######## block 1 ########
### Gate families picked out, block 1

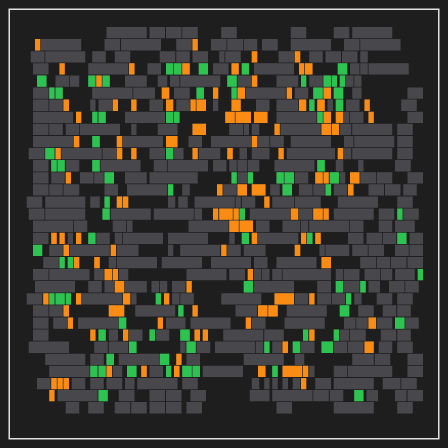

### src/rtl/pipeline_hazard_ctrl.sv
// pipeline_hazard_ctrl: central stall/flush controller for the 5-stage core.
// Resolves load-use, branch mispredict, memory wait and MUL/DIV hazards into
// per-stage stall/flush controls and keeps saturating performance counters.
module pipeline_hazard_ctrl #(
  parameter int MD_LAT = 4
) (
  input  logic        clk,
  input  logic        rst,
  input  logic [4:0]  id_rs1,
  input  logic [4:0]  id_rs2,
  input  logic        id_use_rs1,
  input  logic        id_use_rs2,
  input  logic [4:0]  exe_rd,
  input  logic        exe_is_load,
  input  logic        exe_br_valid,
  input  logic        exe_br_taken,
  input  logic        exe_BP_taken,
  input  logic        exe_md_start,
  input  logic        im_busy,
  input  logic        dm_busy,
  input  logic        cnt_clr,
  output logic        stall_if,
  output logic        stall_id,
  output logic        stall_exe,
  output logic        stall_mem,
  output logic        flush_id,
  output logic        flush_exe,
  output logic        flush_mem,
  output logic        pc_redirect,
  output logic        md_done,
  output logic [31:0] stall_cnt,
  output logic [31:0] flush_cnt
);

  typedef enum logic [1:0] {
    IDLE = 2'd0,
    BUSY = 2'd1,
    DONE = 2'd2
  } md_state_e;

  md_state_e   state_q, state_d;
  logic [7:0]  md_cnt_q, md_cnt_d;
  logic [31:0] stall_cnt_q, stall_cnt_d;
  logic [31:0] flush_cnt_q, flush_cnt_d;

  logic mispredict;
  logic load_use;
  logic md_stall;
  logic any_stall;
  logic flush_win;

  // Hazard detection terms shared by the priority logic and the FSM
  always_comb begin
    mispredict = exe_br_valid && (exe_br_taken != exe_BP_taken);
    load_use   = exe_is_load && (exe_rd != 5'd0) &&
                 ((id_use_rs1 && (id_rs1 == exe_rd)) ||
                  (id_use_rs2 && (id_rs2 == exe_rd)));
    md_stall   = ((state_q == IDLE) && exe_md_start) || (state_q == BUSY);
  end

  // Priority encoder: the first matching hazard alone drives stall/flush/redirect
  always_comb begin
    stall_if    = 1'b0;
    stall_id    = 1'b0;
    stall_exe   = 1'b0;
    stall_mem   = 1'b0;
    flush_id    = 1'b0;
    flush_exe   = 1'b0;
    flush_mem   = 1'b0;
    pc_redirect = 1'b0;
    flush_win   = 1'b0;
    if (dm_busy) begin
      stall_if  = 1'b1;
      stall_id  = 1'b1;
      stall_exe = 1'b1;
      stall_mem = 1'b1;
    end else if (mispredict) begin
      flush_id    = 1'b1;
      flush_exe   = 1'b1;
      pc_redirect = 1'b1;
      flush_win   = 1'b1;
    end else if (md_stall) begin
      stall_if  = 1'b1;
      stall_id  = 1'b1;
      stall_exe = 1'b1;
      flush_mem = 1'b1;
    end else if (load_use) begin
      stall_if  = 1'b1;
      stall_id  = 1'b1;
      flush_exe = 1'b1;
    end else if (im_busy) begin
      stall_if = 1'b1;
      flush_id = 1'b1;
    end
    any_stall = stall_if || stall_id || stall_exe || stall_mem;
  end

  // MUL/DIV sequencer: count runs regardless of dm_busy, DONE waits for dm release
  always_comb begin
    state_d  = state_q;
    md_cnt_d = md_cnt_q;
    unique case (state_q)
      IDLE: begin
        if (exe_md_start && !dm_busy && !mispredict) begin
          state_d  = BUSY;
          md_cnt_d = 8'(MD_LAT - 1);
        end
      end
      BUSY: begin
        if (md_cnt_q == 8'd0) begin
          state_d = DONE;
        end else begin
          md_cnt_d = md_cnt_q - 8'd1;
        end
      end
      DONE: begin
        if (!dm_busy) begin
          state_d = IDLE;
        end
      end
      default: begin
        state_d = IDLE;
      end
    endcase
    md_done = (state_q == DONE);
  end

  // Saturating performance counters, clear wins over increment
  always_comb begin
    stall_cnt_d = stall_cnt_q;
    flush_cnt_d = flush_cnt_q;
    if (cnt_clr) begin
      stall_cnt_d = 32'd0;
      flush_cnt_d = 32'd0;
    end else begin
      if (any_stall && (stall_cnt_q != 32'hFFFF_FFFF)) begin
        stall_cnt_d = stall_cnt_q + 32'd1;
      end
      if (flush_win && (flush_cnt_q != 32'hFFFF_FFFF)) begin
        flush_cnt_d = flush_cnt_q + 32'd1;
      end
    end
    stall_cnt = stall_cnt_q;
    flush_cnt = flush_cnt_q;
  end

  // State and counter registers with asynchronous active-low reset
  always_ff @(posedge clk or negedge rst) begin
    if (!rst) begin
      state_q     <= IDLE;
      md_cnt_q    <= 8'd0;
      stall_cnt_q <= 32'd0;
      flush_cnt_q <= 32'd0;
    end else begin
      state_q     <= state_d;
      md_cnt_q    <= md_cnt_d;
      stall_cnt_q <= stall_cnt_d;
      flush_cnt_q <= flush_cnt_d;
    end
  end

endmodule

### config.mk
export PLATFORM = sky130hd
export DESIGN_NAME = pipeline_hazard_ctrl
export DESIGN_NICKNAME = d
export VERILOG_FILES = /design/src/rtl/pipeline_hazard_ctrl.sv
export SDC_FILE = /design/constraint.sdc
export NUM_CORES = 1
export LEC_CHECK = 0
export CORE_MARGIN = 3
export CORE_UTILIZATION = 50
export CTS_CLUSTER_SIZE = 20
export DETAILED_ROUTE_END_ITERATION = 7
export GPL_ROUTABILITY_DRIVEN = 0
export GPL_TIMING_DRIVEN = 0
export HOLD_SLACK_MARGIN = 0.08
export PLACE_DENSITY_LB_ADDON = 0.1
export SYNTH_ARGS = -nofsm -noshare
export SYNTH_HDL_FRONTEND = slang
export SYNTH_SLANG_ARGS = --single-unit
### constraint.sdc
create_clock -name clk -period 2.9 [get_ports clk]
set_clock_uncertainty 0.1 [all_clocks]
set_input_delay 0.29 -clock clk [delete_from_list [all_inputs] [get_ports clk]]
set_output_delay 0.29 -clock clk [all_outputs]
set_load 0.01 [all_outputs]
######## block 2 ########
`config.mk`:
```
export PLATFORM = sky130hd
export DESIGN_NAME = divu_unit
export DESIGN_NICKNAME = d
export VERILOG_FILES = /design/src/rtl/divu_unit.sv
export SDC_FILE = /design/constraint.sdc
export NUM_CORES = 1
export LEC_CHECK = 0
export CORE_ASPECT_RATIO = 1.4
export CORE_UTILIZATION = 40
export DETAILED_ROUTE_END_ITERATION = 12
export GPL_TIMING_DRIVEN = 0
export PLACE_DENSITY = 0.68
export SYNTH_ARGS = -nofsm -noshare
export SYNTH_HDL_FRONTEND = slang
export SYNTH_SLANG_ARGS = --single-unit
export TNS_END_PERCENT = 50
```
`constraint.sdc`:
```
create_clock -name clk -period 5.8 [get_ports clk]
set_input_delay 1.16 -clock clk [delete_from_list [all_inputs] [get_ports clk]]
set_output_delay 1.16 -clock clk [all_outputs]
set_load 0.005 [all_outputs]
```
`src/rtl/divu_unit.sv`:
```
// Multi-cycle restoring unsigned divider producing MIPS HI (remainder) / LO (quotient).
// Define DIVU_SIGNED_EN to add the is_signed port and a FIX state serving signed div.
module divu_unit #(
    parameter int WIDTH = 32
) (
    input  logic             clk,
    input  logic             rst,
    input  logic             start,
    input  logic             cancel,
`ifdef DIVU_SIGNED_EN
    input  logic             is_signed,
`endif
    input  logic [WIDTH-1:0] dividend,
    input  logic [WIDTH-1:0] divisor,
    output logic             busy,
    output logic             done,
    output logic             dbz,
    output logic [WIDTH-1:0] hi,
    output logic [WIDTH-1:0] lo
);

    localparam int CNT_W = $clog2(WIDTH) + 1;

    typedef enum logic [1:0] {
        IDLE = 2'd0,
        CALC = 2'd1,
`ifdef DIVU_SIGNED_EN
        FIX  = 2'd2,
`endif
        DONE = 2'd3
    } state_t;

    state_t           state_r;
    state_t           state_next;
    logic [WIDTH-1:0] rem_r;
    logic [WIDTH-1:0] quo_r;
    logic [WIDTH-1:0] dvs_r;
    logic [CNT_W-1:0] cnt_r;
    logic [WIDTH-1:0] hi_r;
    logic [WIDTH-1:0] lo_r;
    logic             dbz_r;
    logic [WIDTH:0]   shift_s;
    logic [WIDTH:0]   trial_s;
    logic [WIDTH-1:0] rem_step_s;
    logic [WIDTH-1:0] quo_step_s;
    logic             neg_a_s;
    logic             neg_b_s;
    logic [WIDTH-1:0] mag_a_s;
    logic [WIDTH-1:0] mag_b_s;
`ifdef DIVU_SIGNED_EN
    logic             neg_q_r;
    logic             neg_r_r;
`endif

    // Operand sign handling and one restoring-division step (WIDTH+1 bit trial subtract).
    always_comb begin
`ifdef DIVU_SIGNED_EN
        neg_a_s = is_signed & dividend[WIDTH-1];
        neg_b_s = is_signed & divisor[WIDTH-1];
`else
        neg_a_s = 1'b0;
        neg_b_s = 1'b0;
`endif
        mag_a_s = neg_a_s ? (~dividend + WIDTH'(1)) : dividend;
        mag_b_s = neg_b_s ? (~divisor + WIDTH'(1)) : divisor;
        shift_s = {rem_r, quo_r[WIDTH-1]};
        trial_s = shift_s - {1'b0, dvs_r};
        if (!trial_s[WIDTH]) begin
            rem_step_s = trial_s[WIDTH-1:0];
            quo_step_s = {quo_r[WIDTH-2:0], 1'b1};
        end else begin
            rem_step_s = shift_s[WIDTH-1:0];
            quo_step_s = {quo_r[WIDTH-2:0], 1'b0};
        end
    end

    // Next-state logic; cancel wins over start and aborts anything not yet committed.
    always_comb begin
        state_next = state_r;
        case (state_r)
            IDLE: begin
                if (start && !cancel) begin
                    state_next = (divisor == {WIDTH{1'b0}}) ? DONE : CALC;
                end else begin
                    state_next = IDLE;
                end
            end
            CALC: begin
                if (cancel) begin
                    state_next = IDLE;
                end else if (cnt_r == CNT_W'(1)) begin
`ifdef DIVU_SIGNED_EN
                    state_next = (neg_q_r || neg_r_r) ? FIX : DONE;
`else
                    state_next = DONE;
`endif
                end else begin
                    state_next = CALC;
                end
            end
`ifdef DIVU_SIGNED_EN
            FIX: begin
                if (cancel) begin
                    state_next = IDLE;
                end else begin
                    state_next = DONE;
                end
            end
`endif
            DONE:    state_next = IDLE;
            default: state_next = IDLE;
        endcase
    end

    // State, datapath and result registers; HI/LO/dbz change only on the edge entering DONE.
    always_ff @(posedge clk or posedge rst) begin
        if (rst) begin
            state_r <= IDLE;
            rem_r   <= {WIDTH{1'b0}};
            quo_r   <= {WIDTH{1'b0}};
            dvs_r   <= {WIDTH{1'b0}};
            cnt_r   <= {CNT_W{1'b0}};
            hi_r    <= {WIDTH{1'b0}};
            lo_r    <= {WIDTH{1'b0}};
            dbz_r   <= 1'b0;
`ifdef DIVU_SIGNED_EN
            neg_q_r <= 1'b0;
            neg_r_r <= 1'b0;
`endif
        end else begin
            state_r <= state_next;
            case (state_r)
                IDLE: begin
                    if (start && !cancel) begin
                        if (divisor == {WIDTH{1'b0}}) begin
                            hi_r  <= dividend;
                            lo_r  <= {WIDTH{1'b1}};
                            dbz_r <= 1'b1;
                        end else begin
                            rem_r <= {WIDTH{1'b0}};
                            quo_r <= mag_a_s;
                            dvs_r <= mag_b_s;
                            cnt_r <= CNT_W'(WIDTH);
`ifdef DIVU_SIGNED_EN
                            neg_q_r <= neg_a_s ^ neg_b_s;
                            neg_r_r <= neg_a_s;
`endif
                        end
                    end
                end
                CALC: begin
                    if (!cancel) begin
                        rem_r <= rem_step_s;
                        quo_r <= quo_step_s;
                        cnt_r <= cnt_r - CNT_W'(1);
                        if (state_next == DONE) begin
                            hi_r  <= rem_step_s;
                            lo_r  <= quo_step_s;
                            dbz_r <= 1'b0;
                        end
                    end
                end
`ifdef DIVU_SIGNED_EN
                FIX: begin
                    if (!cancel) begin
                        hi_r  <= neg_r_r ? (~rem_r + WIDTH'(1)) : rem_r;
                        lo_r  <= neg_q_r ? (~quo_r + WIDTH'(1)) : quo_r;
                        dbz_r <= 1'b0;
                    end
                end
`endif
                default: begin
                    cnt_r <= cnt_r;
                end
            endcase
        end
    end

    assign busy = (state_r != IDLE);
    assign done = (state_r == DONE);
    assign dbz  = dbz_r;
    assign hi   = hi_r;
    assign lo   = lo_r;

endmodule
```
### Routing congestion, block 2

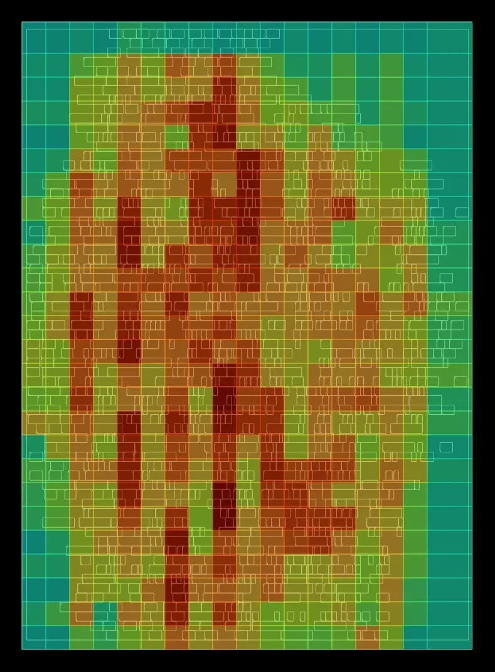
GR met1 Demand/Resource: 0.321
Post-Route Utilization: 0.514
all-layer global routing usage: 0.260

==> Changelog: implementation, block 2 <==
### Physical design

* Setup slack on the worst flop-to-flop path at between 2000 and 2500 ps
* Peak clock frequency supported by timing at 233 MHz
* Standard cell with the maximum stage delay on the critical path: nor4_1
* Max-slew violation total from the final report at 0
* Pin slew with the least headroom to its limit at 781 ps
* Footprint of the flip-flops and latches at 4230 sq um
* Beginning of the worst hold path: lo[24]
* Startpoint of the lowest-slack register-to-register path: quo_r[31]
* Vias at ~8400
* Setup skew after layout at between 8 and 9 ps
* Number of cells produced by synthesis at 1031
* Yosys stat area at roughly 9200 sq um
* Fraction of area in non-clock buffers at 0.143
* Crit Path Max Fanout at 10
* Number of maximum-capacitance constraint violations at 0
* Tool warning count at 29
* Min Tclk post-route at 4300 ps
* CTS sink count at 169
* Run status: finished clean
* Count of library flops with an enable pin at 0
* Seq cells post-synth at approximately 170
* Count of endpoints failing hold in the final timing report at 0
* Cell types occupying the most area after synthesis: dfrtp_1, nand2_1, o21ai_0
* Number of cells in Yosys stat at slightly above 1000
* Number of nets in the final layout at 1288
* Inverters, non-clock at 46
* Post-detailed-routing wire length at around 29000 um
* Met1 wire length at approximately 12000 um
* Multi-input combinational cell area at 4520 sq um
* Worst skew pair latency at ~440 ps
* Depth of the most critical reg-to-reg path at 13
* Tap Cells at 301
* Global-route track usage on met2 at 0.452
* Pin count of the biggest net entering global routing at roughly 120
* Area of the mapped netlist at roughly 9200 sq um
* Cell family with most CP delay: simple AND/OR/NAND/NOR gates
* Relative area of clock buffers and inverters in the final design at 0.0553
* Y dimension of the die at roughly 180 um
* Crit path largest cell delay at between 600 and 700 ps
* Power per Cell Area at about 360 nW/um^2
* Synth async-reset ratio at 1.00
* Biggest cell category by area in the final layout: combinational gates
* Minimum setup slack in the final design at 1500 ps
* Leakage power summed over all cells at 0.00510 uW
[block 2: flip-flops by register name (all words and copies together) (netlist names)]
name / count
dbz: 1
rem_r: 32
dvs_r: 32
state_r: 2
cnt_r: 6
lo: 32
hi: 32
quo_r: 32
[block 2: logic make-up (layout without fill, tap and decap cells)]
kind of cell,after synthesis,after routing,synth area share
adders and majority gates,35,35,0.0483
xor gates and xnor gates,23,23,0.0219
buffers and inverters,112,278,0.0502
DFF,169,169,0.459
muxes,22,22,0.0243
AOI/OAI and AO/OA,337,337,0.237
and+or+nand+nor,333,333,0.159
### Where the registers sit, block 1

Bar = 20 um. Other sequential cells in the stronger gray, the rest of the logic in the fainter gray.
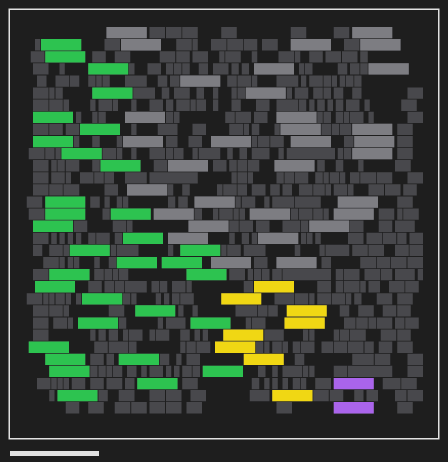
| name in the netlist | color | placed flops |
|---|---|---|
| md_cnt_q | yellow | 8 |
| flush_cnt | green | 32 |
| state_q | purple | 2 |

## Picture notes: 'Gate families picked out' of block 1
| family | color | cells | most used |
|---|---|---|---|
| NOR gates | orange | 120 | nor2_1 |
| NAND gates | green | 87 | nand2_1 |

==> Changelog: implementation, block 1 <==
### Physical design

* Yosys aoi share at 0.0501
* Worst reg2reg endpoint: stall_cnt[21]
* Synth Warn # at 0
* Remaining max-slew budget at the tightest pin at 0.454
* Average footprint of a synthesized cell at around 9.1 sq um
* Horizontal die size at slightly below 100 um
* Final worst hold slack at ~200 ps
* Combinational Power at 467 uW
* Run status: finished clean
* Post-synthesis mux area share at 0.00892
* GR met1 Demand/Resource at 0.284
* Startpoint class of the critical path: input pin
* Full die area at around 9300 sq um
* Number of fill cells at between 600 and 700
* Pin count of the biggest net entering global routing at approximately 73
* Cell family with most CP delay: buffers and inverters
* Core region area at just under 8000 sq um
* Post-synth top cells: nor2_1, dfrtp_1, xnor2_1
* Number of cells in Yosys stat at about 450
* Total grt overflow at 0
* Biggest area consumer among synthesized cells: dfrtp_1
* Power drawn by the sequential cells at 1170 uW
* Count of unresolved DRC violations after routing at 0
* Combinational group share of total power at 0.176
* Y dimension of the die at 96.2 um
* Cell repeated most along the worst path: clkdlybuf4s50_1
* Clock tree from TritonCTS: yes
* Power per Cell Area at between 400 and 500 nW/um^2
* Signal arrival time at the worst endpoint at about 2400 ps
-- block 1: cell type report --
class,count,area share
Multi-Input combinational cell,344,0.381
Sequential cell,74,0.336
Timing Repair Buffer,103,0.189
Clock buffer,11,0.0275
Tap cell,102,0.0232
Clock inverter,5,0.0182
Buffer,15,0.0152
Inverter,14,0.00954
-- block 1: metrics by stage --
stage          cells  power (uW)  instance area (sq um)
2_1_floorplan    447        1450                   4070
3_3_place_gp     647        1610                   5180
3_5_place_dp     648        1640                   5200
4_1_cts          668        2660                   5500
5_1_grt          668        2760                   5510
6_report         668        2650                   5510


## Gallery

Wiring by layer.
panel A
Bar = 20 um. Only two layers are drawn.
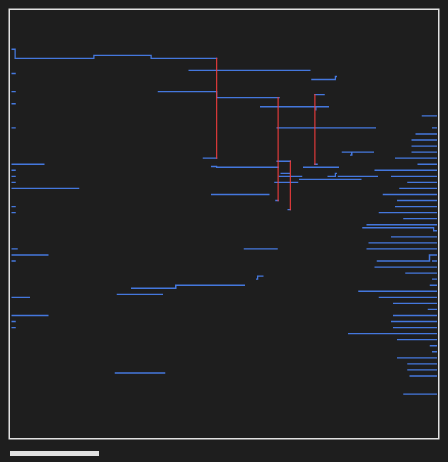
panel B
Bar = 50 um. Only two layers are drawn.
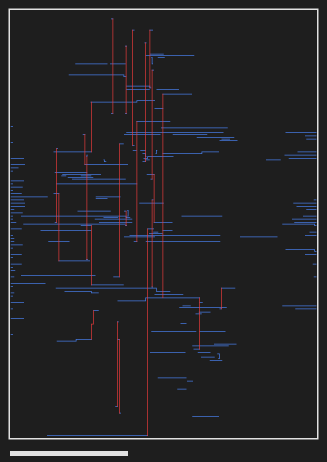
block 2: panel B
block 1: panel A

Key to panel B:
| layer | color | wire length |
|---|---|---|
| met3 | blue | 1520 um |
| met4 | red | 857 um |

Power and IR drop assume default switching activity.
